# ---- design 1 ----
===== src/rtl/coordinate_unwrapper_if.sv =====
// coordinate_unwrapper_if: request/result bundle for the field-to-signed coordinate converter
interface coordinate_unwrapper_if;
  logic         ce_in;
  logic [255:0] field_coord;
  logic         busy;
  logic         ce_out;
  logic [255:0] coord;
  logic         coord_err;
  modport master (output ce_in, field_coord, input busy, ce_out, coord, coord_err);
  modport slave (input ce_in, field_coord, output busy, ce_out, coord, coord_err);
endinterface


===== src/rtl/coordinate_unwrapper.sv =====
// coordinate_unwrapper: maps a BN254 field element to a signed 256-bit coordinate, one limb per cycle
module coordinate_unwrapper #(
  parameter int LIMB_WIDTH = 64
) (
  input logic clk,
  input logic rst_n,
  coordinate_unwrapper_if.slave bus
);
  localparam int NUM_LIMBS = 256 / LIMB_WIDTH;
  localparam int IW = NUM_LIMBS > 1 ? $clog2(NUM_LIMBS) : 1;
  localparam logic [255:0] mimc_prime = 256'h30644e72e131a029b85045b68181585d2833e84879b9709143e1f593f0000001;
  localparam logic [255:0] half = 256'h183227397098d014dc2822db40c0ac2e9419f4243cdcb848a1f0fac9f8000001;
  typedef enum logic {IDLE, SUB} state_t;
  state_t state, state_n;
  logic [255:0] v, d, d_next, coord;
  logic [IW-1:0] idx;
  logic bp, bh, bp_n, bh_n, ce_out, coord_err, last;
  logic [LIMB_WIDTH-1:0] v_l, p_l, h_l, dp_l;
  assign v_l = v[int'(idx) * LIMB_WIDTH +: LIMB_WIDTH];
  assign p_l = mimc_prime[int'(idx) * LIMB_WIDTH +: LIMB_WIDTH];
  assign h_l = half[int'(idx) * LIMB_WIDTH +: LIMB_WIDTH];
  assign {bp_n, dp_l} = {1'b0, v_l} - {1'b0, p_l} - {{LIMB_WIDTH{1'b0}}, bp};
  // Only the sign of v - half matters, so its borrow is tracked as a compare chain
  assign bh_n = (v_l < h_l) || ((v_l == h_l) && bh);
  // Difference limbs enter at the top and shift down, so after the last limb d_next holds v - P
  assign d_next = 256'({dp_l, d} >> LIMB_WIDTH);
  assign last = idx == IW'(NUM_LIMBS - 1);
  always_comb begin
    state_n = state == IDLE ? (bus.ce_in ? SUB : IDLE) : (last ? IDLE : SUB);
  end
  always_ff @(posedge clk or negedge rst_n) begin
    if (!rst_n) begin
      state <= IDLE;
      v <= '0;
      d <= '0;
      idx <= '0;
      bp <= 1'b0;
      bh <= 1'b0;
      ce_out <= 1'b0;
      coord <= '0;
      coord_err <= 1'b0;
    end else begin
      state <= state_n;
      ce_out <= 1'b0;
      if (state == IDLE) begin
        if (bus.ce_in) begin
          v <= bus.field_coord;
          bp <= 1'b0;
          bh <= 1'b0;
          idx <= '0;
        end
      end else begin
        bp <= bp_n;
        bh <= bh_n;
        d <= d_next;
        idx <= last ? '0 : idx + 1'b1;
        if (last) begin
          ce_out <= 1'b1;
          coord_err <= !bp_n;
          coord <= !bp_n ? '0 : (bh_n ? v : d_next);
        end
      end
    end
  end
  assign bus.busy = state == SUB;
  assign bus.ce_out = ce_out;
  assign bus.coord = coord;
  assign bus.coord_err = coord_err;
endmodule


===== src/flat_wrapper.sv =====
// flat-port wrapper written by rule: the top's interface ports become plain ports
module coordinate_unwrapper_flat 
#(
  parameter int LIMB_WIDTH = 64
)
  (clk, rst_n, bus_ce_in, bus_field_coord, bus_busy, bus_ce_out, bus_coord, bus_coord_err);
  coordinate_unwrapper_if bus_i ();
  input logic clk;
  input logic rst_n;
  input wire logic [$bits(bus_i.ce_in)-1:0] bus_ce_in;
  input wire logic [$bits(bus_i.field_coord)-1:0] bus_field_coord;
  output wire logic [$bits(bus_i.busy)-1:0] bus_busy;
  output wire logic [$bits(bus_i.ce_out)-1:0] bus_ce_out;
  output wire logic [$bits(bus_i.coord)-1:0] bus_coord;
  output wire logic [$bits(bus_i.coord_err)-1:0] bus_coord_err;
  assign bus_i.ce_in = bus_ce_in;
  assign bus_i.field_coord = bus_field_coord;
  assign bus_busy = bus_i.busy;
  assign bus_ce_out = bus_i.ce_out;
  assign bus_coord = bus_i.coord;
  assign bus_coord_err = bus_i.coord_err;
  coordinate_unwrapper #(.LIMB_WIDTH(LIMB_WIDTH)) u_core (.clk(clk), .rst_n(rst_n), .bus(bus_i));
endmodule

===== config.mk =====
export PLATFORM = sky130hd
export DESIGN_NAME = coordinate_unwrapper_flat
export DESIGN_NICKNAME = d
export VERILOG_FILES = /design/src/rtl/coordinate_unwrapper_if.sv /design/src/rtl/coordinate_unwrapper.sv /design/src/flat_wrapper.sv
export SDC_FILE = /design/constraint.sdc
export NUM_CORES = 1
export LEC_CHECK = 0
export CAP_MARGIN = 20
export CORE_ASPECT_RATIO = 1.5
export CORE_UTILIZATION = 50
export CTS_CLUSTER_DIAMETER = 120
export DETAILED_ROUTE_END_ITERATION = 10
export GPL_TIMING_DRIVEN = 0
export PLACE_DENSITY = 0.74
export SYNTH_ARGS = -nofsm -noshare
export SYNTH_HDL_FRONTEND = slang
export SYNTH_SLANG_ARGS = --single-unit

===== constraint.sdc =====
create_clock -name clk -period 6 [get_ports clk]
set_input_delay 1.8 -clock clk [delete_from_list [all_inputs] [get_ports clk]]
set_output_delay 1.8 -clock clk [all_outputs]
set_load 0.02 [all_outputs]

# ---- design 2 ----
**config.mk**
```make
export PLATFORM = sky130hd
export DESIGN_NAME = lsu_mem_stage
export DESIGN_NICKNAME = d
export VERILOG_FILES = /design/src/rtl/lsu_pkg.sv /design/src/rtl/lsu_mem_stage_load_align.sv /design/src/rtl/lsu_mem_stage.sv
export SDC_FILE = /design/constraint.sdc
export NUM_CORES = 1
export LEC_CHECK = 0
export CAP_MARGIN = 20
export CELL_PAD_IN_SITES_DETAIL_PLACEMENT = 1
export CELL_PAD_IN_SITES_GLOBAL_PLACEMENT = 2
export CORE_MARGIN = 1
export CORE_UTILIZATION = 30
export CTS_BUF_LIST = sky130_fd_sc_hd__clkbuf_4 sky130_fd_sc_hd__clkbuf_8
export CTS_CLUSTER_SIZE = 28
export DETAILED_ROUTE_END_ITERATION = 8
export PLACE_DENSITY_LB_ADDON = 0.12
export SYNTH_ARGS = -nofsm -noshare
export SYNTH_HDL_FRONTEND = slang
export SYNTH_SLANG_ARGS = --single-unit
```
**constraint.sdc**
```tcl
create_clock -name clk_i -period 4.65 [get_ports clk_i]
set_clock_uncertainty 0.1 [all_clocks]
set_input_delay 0.93 -clock clk_i [delete_from_list [all_inputs] [get_ports clk_i]]
set_output_delay 0.93 -clock clk_i [all_outputs]
set_load 0.02 [all_outputs]
```
**src/rtl/lsu_pkg.sv**
```systemverilog
// Shared types and constants for the RV32I load/store memory stage.
// Holds the FSM state type, funct3 encodings, fault causes and access legality helpers.
package lsu_pkg;

  typedef enum logic [1:0] {
    IDLE = 2'b00,
    REQ  = 2'b01,
    WAIT = 2'b10
  } lsu_state_e;

  localparam logic [2:0] F3_B  = 3'b000;
  localparam logic [2:0] F3_H  = 3'b001;
  localparam logic [2:0] F3_W  = 3'b010;
  localparam logic [2:0] F3_BU = 3'b100;
  localparam logic [2:0] F3_HU = 3'b101;

  localparam logic [1:0] CAUSE_NONE       = 2'b00;
  localparam logic [1:0] CAUSE_MISALIGNED = 2'b01;
  localparam logic [1:0] CAUSE_TIMEOUT    = 2'b10;
  localparam logic [1:0] CAUSE_ILLEGAL    = 2'b11;

  function automatic logic is_legal_load(input logic [2:0] f3);
    case (f3)
      F3_B, F3_H, F3_W, F3_BU, F3_HU: return 1'b1;
      default:                        return 1'b0;
    endcase
  endfunction

  function automatic logic is_legal_store(input logic [2:0] f3);
    case (f3)
      F3_B, F3_H, F3_W: return 1'b1;
      default:          return 1'b0;
    endcase
  endfunction

  function automatic logic is_misaligned(input logic [2:0] f3, input logic [1:0] offset);
    case (f3)
      F3_H, F3_HU: return offset[0];
      F3_W:        return offset != 2'b00;
      default:     return 1'b0;
    endcase
  endfunction

endpackage

```
**src/rtl/lsu_mem_stage_load_align.sv**
```systemverilog
// Load data formatter: picks the addressed byte/half lane out of the read word
// and sign- or zero-extends it according to funct3.
module lsu_load_align
  import lsu_pkg::*;
(
  input  logic [31:0] rdata,
  input  logic [1:0]  offset,
  input  logic [2:0]  funct3,
  output logic [31:0] result
);

  logic [7:0]  byte_val;
  logic [15:0] half_val;

  always_comb begin
    byte_val = rdata[{offset, 3'b000} +: 8];
    half_val = rdata[{offset[1], 4'b0000} +: 16];
    case (funct3)
      F3_B:    result = {{24{byte_val[7]}}, byte_val};
      F3_BU:   result = {24'b0, byte_val};
      F3_H:    result = {{16{half_val[15]}}, half_val};
      F3_HU:   result = {16'b0, half_val};
      default: result = rdata;
    endcase
  end

endmodule

```
**src/rtl/lsu_mem_stage.sv**
```systemverilog
// RV32I memory stage: single-outstanding req/gnt/rvalid data memory access,
// load formatting, fault detection and the registered MEM/WB payload.
module lsu_mem_stage
  import lsu_pkg::*;
#(
  parameter int WAIT_TIMEOUT = 255,
  parameter int XLEN         = 32
) (
  input  logic            clk_i,
  input  logic            rst_ni,
  input  logic            valid_i,
  input  logic [XLEN-1:0] alu_res_i,
  input  logic [XLEN-1:0] store_data_i,
  input  logic            mem_read_i,
  input  logic            mem_write_i,
  input  logic [2:0]      funct3_i,
  input  logic [4:0]      rd_i,
  input  logic            reg_write_i,
  output logic            stall_o,
  output logic            dmem_req_o,
  output logic            dmem_we_o,
  output logic [XLEN-1:0] dmem_addr_o,
  output logic [3:0]      dmem_be_o,
  output logic [XLEN-1:0] dmem_wdata_o,
  input  logic            dmem_gnt_i,
  input  logic            dmem_rvalid_i,
  input  logic [XLEN-1:0] dmem_rdata_i,
  output logic            wb_valid_o,
  output logic [XLEN-1:0] wb_data_o,
  output logic [4:0]      wb_rd_o,
  output logic            wb_reg_write_o,
  output logic            fault_o,
  output logic [1:0]      fault_cause_o
);

  // Counter only needs to reach WAIT_TIMEOUT-1; the last REQ/WAIT cycle is the abort cycle.
  localparam int CNT_W = (WAIT_TIMEOUT > 1) ? $clog2(WAIT_TIMEOUT) : 1;

  lsu_state_e state, state_next;
  logic [CNT_W-1:0] cnt, cnt_next;

  logic [1:0] offset_q, offset_next;
  logic [2:0] f3_q, f3_next;
  logic [4:0] rd_q, rd_next;
  logic       rw_q, rw_next;
  logic       load_q, load_next;

  logic            req_next, we_next;
  logic [XLEN-1:0] addr_next, wdata_next;
  logic [3:0]      be_next;

  logic            wb_valid_next, wb_rw_next, fault_next;
  logic [XLEN-1:0] wb_data_next;
  logic [4:0]      wb_rd_next;
  logic [1:0]      cause_next;

  logic [31:0] load_result;
  logic        timed_out, illegal, misaligned;
  logic        finish_load, finish_store, abort;

  lsu_load_align u_load_align (
    .rdata  (dmem_rdata_i),
    .offset (offset_q),
    .funct3 (f3_q),
    .result (load_result)
  );

  assign stall_o = (state != IDLE);

  assign timed_out = (WAIT_TIMEOUT != 0) && (cnt == CNT_W'(WAIT_TIMEOUT - 1));

  assign illegal = (mem_read_i && mem_write_i)
                || (mem_read_i && !is_legal_load(funct3_i))
                || (mem_write_i && !is_legal_store(funct3_i));

  assign misaligned = is_misaligned(funct3_i, alu_res_i[1:0]);

  always_comb begin
    state_next    = state;
    cnt_next      = cnt;
    offset_next   = offset_q;
    f3_next       = f3_q;
    rd_next       = rd_q;
    rw_next       = rw_q;
    load_next     = load_q;
    req_next      = dmem_req_o;
    we_next       = dmem_we_o;
    addr_next     = dmem_addr_o;
    be_next       = dmem_be_o;
    wdata_next    = dmem_wdata_o;
    wb_valid_next = 1'b0;
    wb_data_next  = '0;
    wb_rd_next    = '0;
    wb_rw_next    = 1'b0;
    fault_next    = 1'b0;
    cause_next    = CAUSE_NONE;
    finish_load   = 1'b0;
    finish_store  = 1'b0;
    abort         = 1'b0;

    case (state)
      IDLE: begin
        if (valid_i) begin
          if (!mem_read_i && !mem_write_i) begin
            wb_valid_next = 1'b1;
            wb_data_next  = alu_res_i;
            wb_rd_next    = rd_i;
            wb_rw_next    = reg_write_i;
          end else if (illegal || misaligned) begin
            wb_valid_next = 1'b1;
            wb_data_next  = alu_res_i;
            wb_rd_next    = rd_i;
            fault_next    = 1'b1;
            cause_next    = illegal ? CAUSE_ILLEGAL : CAUSE_MISALIGNED;
          end else begin
            state_next  = REQ;
            offset_next = alu_res_i[1:0];
            f3_next     = funct3_i;
            rd_next     = rd_i;
            rw_next     = reg_write_i;
            load_next   = mem_read_i;
            req_next    = 1'b1;
            we_next     = mem_write_i;
            addr_next   = {alu_res_i[XLEN-1:2], 2'b00};
            // Size lives in funct3[1:0]; the unsigned-load bit does not affect lanes.
            case (funct3_i[1:0])
              2'b00: begin
                be_next    = 4'b0001 << alu_res_i[1:0];
                wdata_next = {4{store_data_i[7:0]}};
              end
              2'b01: begin
                be_next    = 4'b0011 << alu_res_i[1:0];
                wdata_next = {2{store_data_i[15:0]}};
              end
              default: begin
                be_next    = 4'b1111;
                wdata_next = store_data_i;
              end
            endcase
          end
        end
      end

      REQ: begin
        // A completion in the same cycle as the timeout still wins.
        if (dmem_gnt_i) begin
          if (!load_q)            finish_store = 1'b1;
          else if (dmem_rvalid_i) finish_load  = 1'b1;
          else if (timed_out)     abort        = 1'b1;
          else                    state_next   = WAIT;
        end else if (timed_out) begin
          abort = 1'b1;
        end
      end

      WAIT: begin
        if (dmem_rvalid_i)  finish_load = 1'b1;
        else if (timed_out) abort       = 1'b1;
      end

      default: state_next = IDLE;
    endcase

    if (finish_store) begin
      state_next    = IDLE;
      wb_valid_next = 1'b1;
      wb_rd_next    = rd_q;
    end

    if (finish_load) begin
      state_next    = IDLE;
      wb_valid_next = 1'b1;
      wb_data_next  = load_result;
      wb_rd_next    = rd_q;
      wb_rw_next    = rw_q;
    end

    if (abort) begin
      state_next    = IDLE;
      wb_valid_next = 1'b1;
      wb_rd_next    = rd_q;
      fault_next    = 1'b1;
      cause_next    = CAUSE_TIMEOUT;
    end

    if (state_next != REQ) begin
      req_next   = 1'b0;
      we_next    = 1'b0;
      addr_next  = '0;
      be_next    = '0;
      wdata_next = '0;
    end

    if (state == IDLE || state_next == IDLE) cnt_next = '0;
    else                                     cnt_next = cnt + CNT_W'(1);
  end

  always_ff @(posedge clk_i or negedge rst_ni) begin
    if (!rst_ni) begin
      state          <= IDLE;
      cnt            <= '0;
      offset_q       <= '0;
      f3_q           <= '0;
      rd_q           <= '0;
      rw_q           <= 1'b0;
      load_q         <= 1'b0;
      dmem_req_o     <= 1'b0;
      dmem_we_o      <= 1'b0;
      dmem_addr_o    <= '0;
      dmem_be_o      <= '0;
      dmem_wdata_o   <= '0;
      wb_valid_o     <= 1'b0;
      wb_data_o      <= '0;
      wb_rd_o        <= '0;
      wb_reg_write_o <= 1'b0;
      fault_o        <= 1'b0;
      fault_cause_o  <= CAUSE_NONE;
    end else begin
      state          <= state_next;
      cnt            <= cnt_next;
      offset_q       <= offset_next;
      f3_q           <= f3_next;
      rd_q           <= rd_next;
      rw_q           <= rw_next;
      load_q         <= load_next;
      dmem_req_o     <= req_next;
      dmem_we_o      <= we_next;
      dmem_addr_o    <= addr_next;
      dmem_be_o      <= be_next;
      dmem_wdata_o   <= wdata_next;
      wb_valid_o     <= wb_valid_next;
      wb_data_o      <= wb_data_next;
      wb_rd_o        <= wb_rd_next;
      wb_reg_write_o <= wb_rw_next;
      fault_o        <= fault_next;
      fault_cause_o  <= cause_next;
    end
  end

endmodule

```
# ---- design 3 ----
### src/rtl/debounce_edge_detect.sv
// Debouncer: 2-flop synchroniser, stability FSM, registered level/complement and edge pulses.
// Output level changes STABLE_CYCLES+1 edges after the raw input settles at the new level.
module debounce_edge_detect #(
  parameter int STABLE_CYCLES = 4,
  parameter int CNT_W         = 4
) (
  input  logic       clock,
  input  logic       clear,
  input  logic       d_in,
  output logic       q,
  output logic       qbar,
  output logic       rise_pulse,
  output logic       fall_pulse,
  output logic [1:0] state_o
);

  localparam logic [1:0] LOW      = 2'd0;
  localparam logic [1:0] CHK_HIGH = 2'd1;
  localparam logic [1:0] HIGH     = 2'd2;
  localparam logic [1:0] CHK_LOW  = 2'd3;

  // Compare against STABLE_CYCLES-1 so that STABLE_CYCLES == 2**CNT_W still fits the counter.
  localparam logic [CNT_W-1:0] CNT_LAST = CNT_W'(STABLE_CYCLES - 1);
  localparam logic [CNT_W-1:0] CNT_ONE  = CNT_W'(1);

  logic             s1_q, s2_q;
  logic [1:0]       state_q, state_d;
  logic [CNT_W-1:0] cnt_q, cnt_d;
  logic             lvl_q, lvl_d;
  logic             lvlb_q, lvlb_d;
  logic             rise_q, rise_d;
  logic             fall_q, fall_d;

  always_comb begin
    state_d = state_q;
    cnt_d   = cnt_q;
    lvl_d   = lvl_q;
    lvlb_d  = lvlb_q;
    rise_d  = 1'b0;
    fall_d  = 1'b0;
    case (state_q)
      LOW: begin
        if (s2_q) begin
          state_d = CHK_HIGH;
          cnt_d   = CNT_ONE;
        end else begin
          cnt_d = '0;
        end
      end
      CHK_HIGH: begin
        if (!s2_q) begin
          state_d = LOW;
          cnt_d   = '0;
        end else if (cnt_q == CNT_LAST) begin
          state_d = HIGH;
          lvl_d   = 1'b1;
          lvlb_d  = 1'b0;
          rise_d  = 1'b1;
          cnt_d   = '0;
        end else begin
          cnt_d = cnt_q + CNT_ONE;
        end
      end
      HIGH: begin
        if (!s2_q) begin
          state_d = CHK_LOW;
          cnt_d   = CNT_ONE;
        end
      end
      default: begin
        if (s2_q) begin
          state_d = HIGH;
          cnt_d   = '0;
        end else if (cnt_q == CNT_LAST) begin
          state_d = LOW;
          lvl_d   = 1'b0;
          lvlb_d  = 1'b1;
          fall_d  = 1'b1;
          cnt_d   = '0;
        end else begin
          cnt_d = cnt_q + CNT_ONE;
        end
      end
    endcase
  end

  always_ff @(posedge clock) begin
    if (clear) begin
      s1_q    <= 1'b0;
      s2_q    <= 1'b0;
      state_q <= LOW;
      cnt_q   <= '0;
      lvl_q   <= 1'b0;
      lvlb_q  <= 1'b1;
      rise_q  <= 1'b0;
      fall_q  <= 1'b0;
    end else begin
      s1_q    <= d_in;
      s2_q    <= s1_q;
      state_q <= state_d;
      cnt_q   <= cnt_d;
      lvl_q   <= lvl_d;
      lvlb_q  <= lvlb_d;
      rise_q  <= rise_d;
      fall_q  <= fall_d;
    end
  end

  assign q          = lvl_q;
  assign qbar       = lvlb_q;
  assign rise_pulse = rise_q;
  assign fall_pulse = fall_q;
  assign state_o    = state_q;

endmodule

### config.mk
export PLATFORM = sky130hd
export DESIGN_NAME = debounce_edge_detect
export DESIGN_NICKNAME = d
export VERILOG_FILES = /design/src/rtl/debounce_edge_detect.sv
export SDC_FILE = /design/constraint.sdc
export NUM_CORES = 1
export LEC_CHECK = 0
export CORE_AREA = 8 8 46 48
export DETAILED_ROUTE_END_ITERATION = 8
export DIE_AREA = 0 0 54 56
export HOLD_SLACK_MARGIN = 0.1
export PLACE_DENSITY = 0.82
export SKIP_LAST_GASP = 1
export SLEW_MARGIN = 20
export SYNTH_ARGS = -nofsm -noshare
export SYNTH_HDL_FRONTEND = slang
export SYNTH_SLANG_ARGS = --single-unit
### constraint.sdc
create_clock -name clock -period 2.1 [get_ports clock]
set_input_delay 0.42 -clock clock [delete_from_list [all_inputs] [get_ports clock]]
set_output_delay 0.42 -clock clock [all_outputs]
set_load 0.01 [all_outputs]

==> gallery <==
Signal wires by layer.
Plate I
(6 px per um)
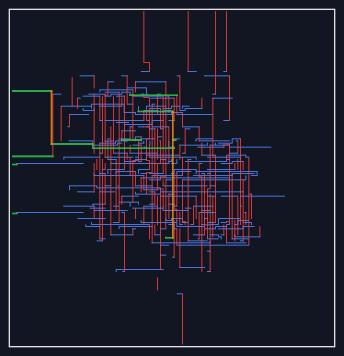
Plate II
(1 px per um)
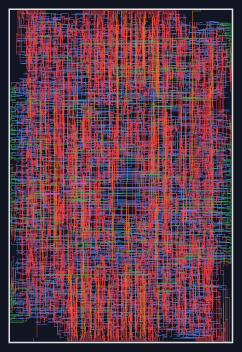
Plate III
(2 px per um)
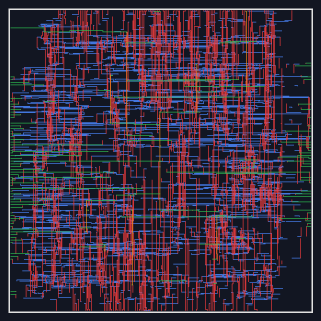
Plate I: design 3
Plate II: design 1
Plate III: design 2
- largest die: Plate II

Key to Plate II:
- M4: orange (wire length 6,570 um)
- M3: green (wire length 6,360 um)
- M2: red (wire length 64.6 mm)
- M5: purple (wire length 44.4 um)
- M1: blue (wire length 49.5 mm)

**Design 2: where the registers sit**

(2 px per um)
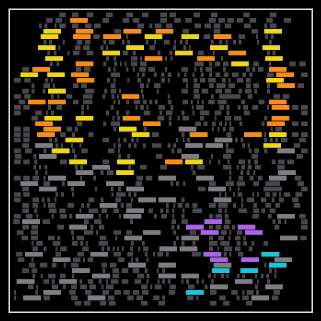
- `rd_q`: cyan (placed flops 5; where south-east)
- `wb_data_o`: orange (placed flops 32)
- `cnt`: purple (placed flops 8)
- `dmem_addr_o`: yellow (placed flops 30)
- not colored: 57

==> out/notes.md, design 2 <==
According to the CTS report, the clock sink count is 132. STA classifies the critical path startpoint as a primary input. For the worst min-delay path, the startpoint reported by OpenROAD is rw_q$_DFFE_PN0P_.

The via count of the first global-routing pass came out at 6,612. The dominant non-sequential cell family after synthesis is simple AND/OR/NAND/NOR gates. The area fraction of the dominant cell type after synthesis was 49.8%. In the synthesized netlist, the cells that appear most often are 132 x dfrtp_1, 121 x nand2_1, 87 x nand3_1. The worst register-to-register path begins at state[1]$_DFF_PN0_.

The tools report the final hold slack as 0.398 ns. With the chip width at 151 um, the number of failing hold endpoints at the final stage is 0. The clock H-tree reported by CTS has 4 levels. The mux cell area share after synthesis was 5.55%; the die extent in y was 151 um. The run gives 1 for the buffers plus inverters on the worst setup path. The arithmetic-cell share of the synthesized area counting full adders, half adders and majority gates is 1.13%. In the routed design, unresolved DRC markers number 0.

After Yosys synthesis, XOR and XNOR cells account for 0.792% of the synthesized area. The number of nets still failing antenna checks after routing is 0. The design has 132 sequential cells.

OpenROAD reports that the post-layout worst path occupies 75.7% of the period. Pin placement for this block handled 225 I/O pins. Among all flip-flop cells after synthesis, the most frequent one is dfrtp_1. The run finished with clean final reports. Worst min-delay path class: reg2reg. Buffers added to address setup during post-CTS repair amount to 0.
-- design 2: cell families after synthesis --
group                    after synthesis
buffers and inverters                 78
flip-flops                           132
XOR/XNOR                               6
multiplexers                          34
AND/OR/NAND/NOR                      274
adder cells (fa/ha/maj)                6
other                                  1
AND-OR/OR-AND                        196
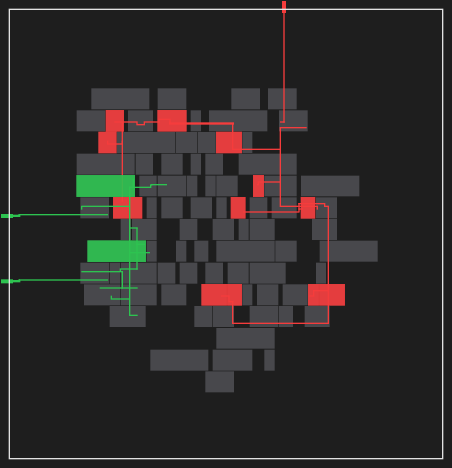
**Above:** design 3 (wires at chosen ports, followed through buffers).
(8 px per um)
- `clear`: red (direction input; end cells 12; buffers 2; wire 120 um)
- `state_o`: green (direction output; end cells 2; buffers 2; wire 79.2 um)

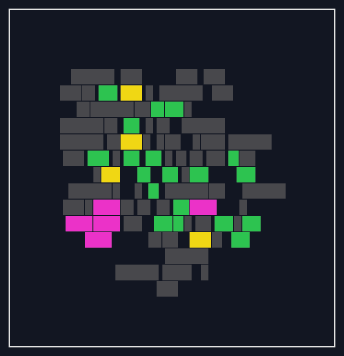
**Above:** design 3 (gate families picked out).
(6 px per um)
- fa/ha/maj cells: magenta (cells 5; most used ha_1)
- non-inverting ao/oa cells: yellow (cells 4)
- aoi and oai cells: green (cells 19; most used o2111ai_1; where center)

==> out/notes.md, design 3 <==
Looking at the post-CTS report, the setup buffer insertion count equals 0. The basic-gate share of the synthesized area counting and, or, nand and nor cells works out to 22.1%. Summing the areas of all xor and xnor instances in the mapped netlist gives 0% of the synthesized area.

With the post-placement setup slack at 0.308 ns, the setup TNS is 0 ns. With the via count of the first global-routing pass at 590, the reported max-cap violation count is 0. In the global route stage, overall resource usage came out at 10.7%.

The startpoint identified for the worst hold timing path is s1_q$_SDFF_PP0_. The relative area of clock buffers and inverters in the final design was 4.48%. As reported, the later end of the worst-skew pair has a clock insertion delay of 0.28 ns. With the minimum setup slack in the final design at 0.290 ns, the number of failing hold endpoints at the final stage is 0. Summing all placed instances gives a cell area of 774 sq um. The run finished with clean final reports.

In the detailed route, the total length drawn on met2 is 738 um. Hold is met by 0.452 ns. Summed over all nets, the half-perimeter wirelength after detailed placement is 1.09 mm. The total area inside the core boundary comes to 1440 sq um. On met2, the global router reports a usage of 17.7%. The pre-antenna-repair detailed-routing pass consisted of 4 iterations. The run gives 14 for the violation count after the first detailed-route iteration. STA reports a reg2reg setup slack of 0.29 ns.

The vertical die dimension reported for this design is 56 um. Family with the most delay on the worst path: AND-OR/OR-AND gates. The cell with the largest stage delay on the worst path was or3b_4. The number of multi-input combinational cells in the layout came out at 54.

Met1 wire length: 665 um. Number of vias per cell after detailed routing: 5.99. The layout inverter count without the clock tree works out to 8.
[design 3: Yosys cell counts (2+ instances only)]
library cell	n
o311ai_0	2
nor2b_1	6
a21oi_1	2
a211oi_1	2
dfxtp_1	12
clkbuf_1	3
ha_1	5
nand2_1	5
o2111ai_1	3
inv_1	8
nor2_1	4
a31oi_1	2
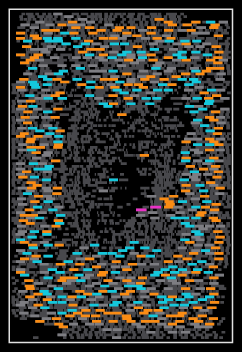
**Above:** design 1 (where the registers sit).
(1 px per um)
- `u_core.idx`: magenta (placed flops 2)
- `u_core.bus.coord`: orange (placed flops 256; where widely spread)
- `u_core.d`: cyan (placed flops 192; where widely spread)

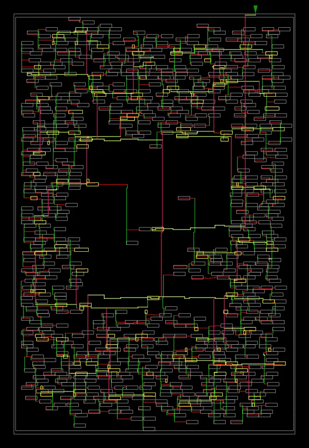
**Above:** design 1 (clock nets).
flip-flop and latch count: 711
post-route clock skew: 0.0346 ns

==> out/notes.md, design 1 <==
Gate count of the mapped netlist: 3,073. The register cell area after layout is 17,800 sq um. The finished layout holds 4,673 standard cells, fillers aside.

The HPWL after detailed placement is 95.6 mm. The run gives 3 as the maximum root-to-sink buffer count. The endpoint of the worst hold path is reported as u_core.bus.coord[3]$_DFFE_PN0P_. Multiplexer cells account for 24.6% of the synthesized area. Summing every instance area after synthesis gives 36,200 sq um. The proportion of cell area occupied by multi-input gates is 37.4%, and the clock tree buffer count of the final layout is 99. The count of buffers added on input and output ports is 517.

Non-clock inverters in the final layout number 103. Looking at the critical path, the single cell with the biggest stage delay is dfrtp_4.

Based on the critical path, the design can be clocked at up to 170 MHz. For the number of failing hold endpoints at the final stage, the log shows 0. The fraction of standard cell area that is sequential is 38.7%, and the post-layout period usage of the worst path is 98.0%.

Path type of the worst setup path: reg2reg. The flow ran to the end, and the final reports show no timing, DRC or antenna violations. The number of setup violations in the final report is 0, and the total die size is 73,600 sq um.
[design 1: logic make-up (layout without fill, tap and decap cells)]
family,after synthesis,count (layout)
buf+inv,287,970
compound gates,514,514
flops,711,711
xor+xnor,109,109
simple gates,566,566
other cells,0,2
fa+ha+maj,127,127
mux,759,759
[design 1: routing by layer]
layer / up-vias / track usage (%)
li1: 12200 / -
met1: 14100 / 42.3
met2: 1028 / 60.0
met3: 244 / 4.34
met4: 6 / 17.7
met5: - / 0

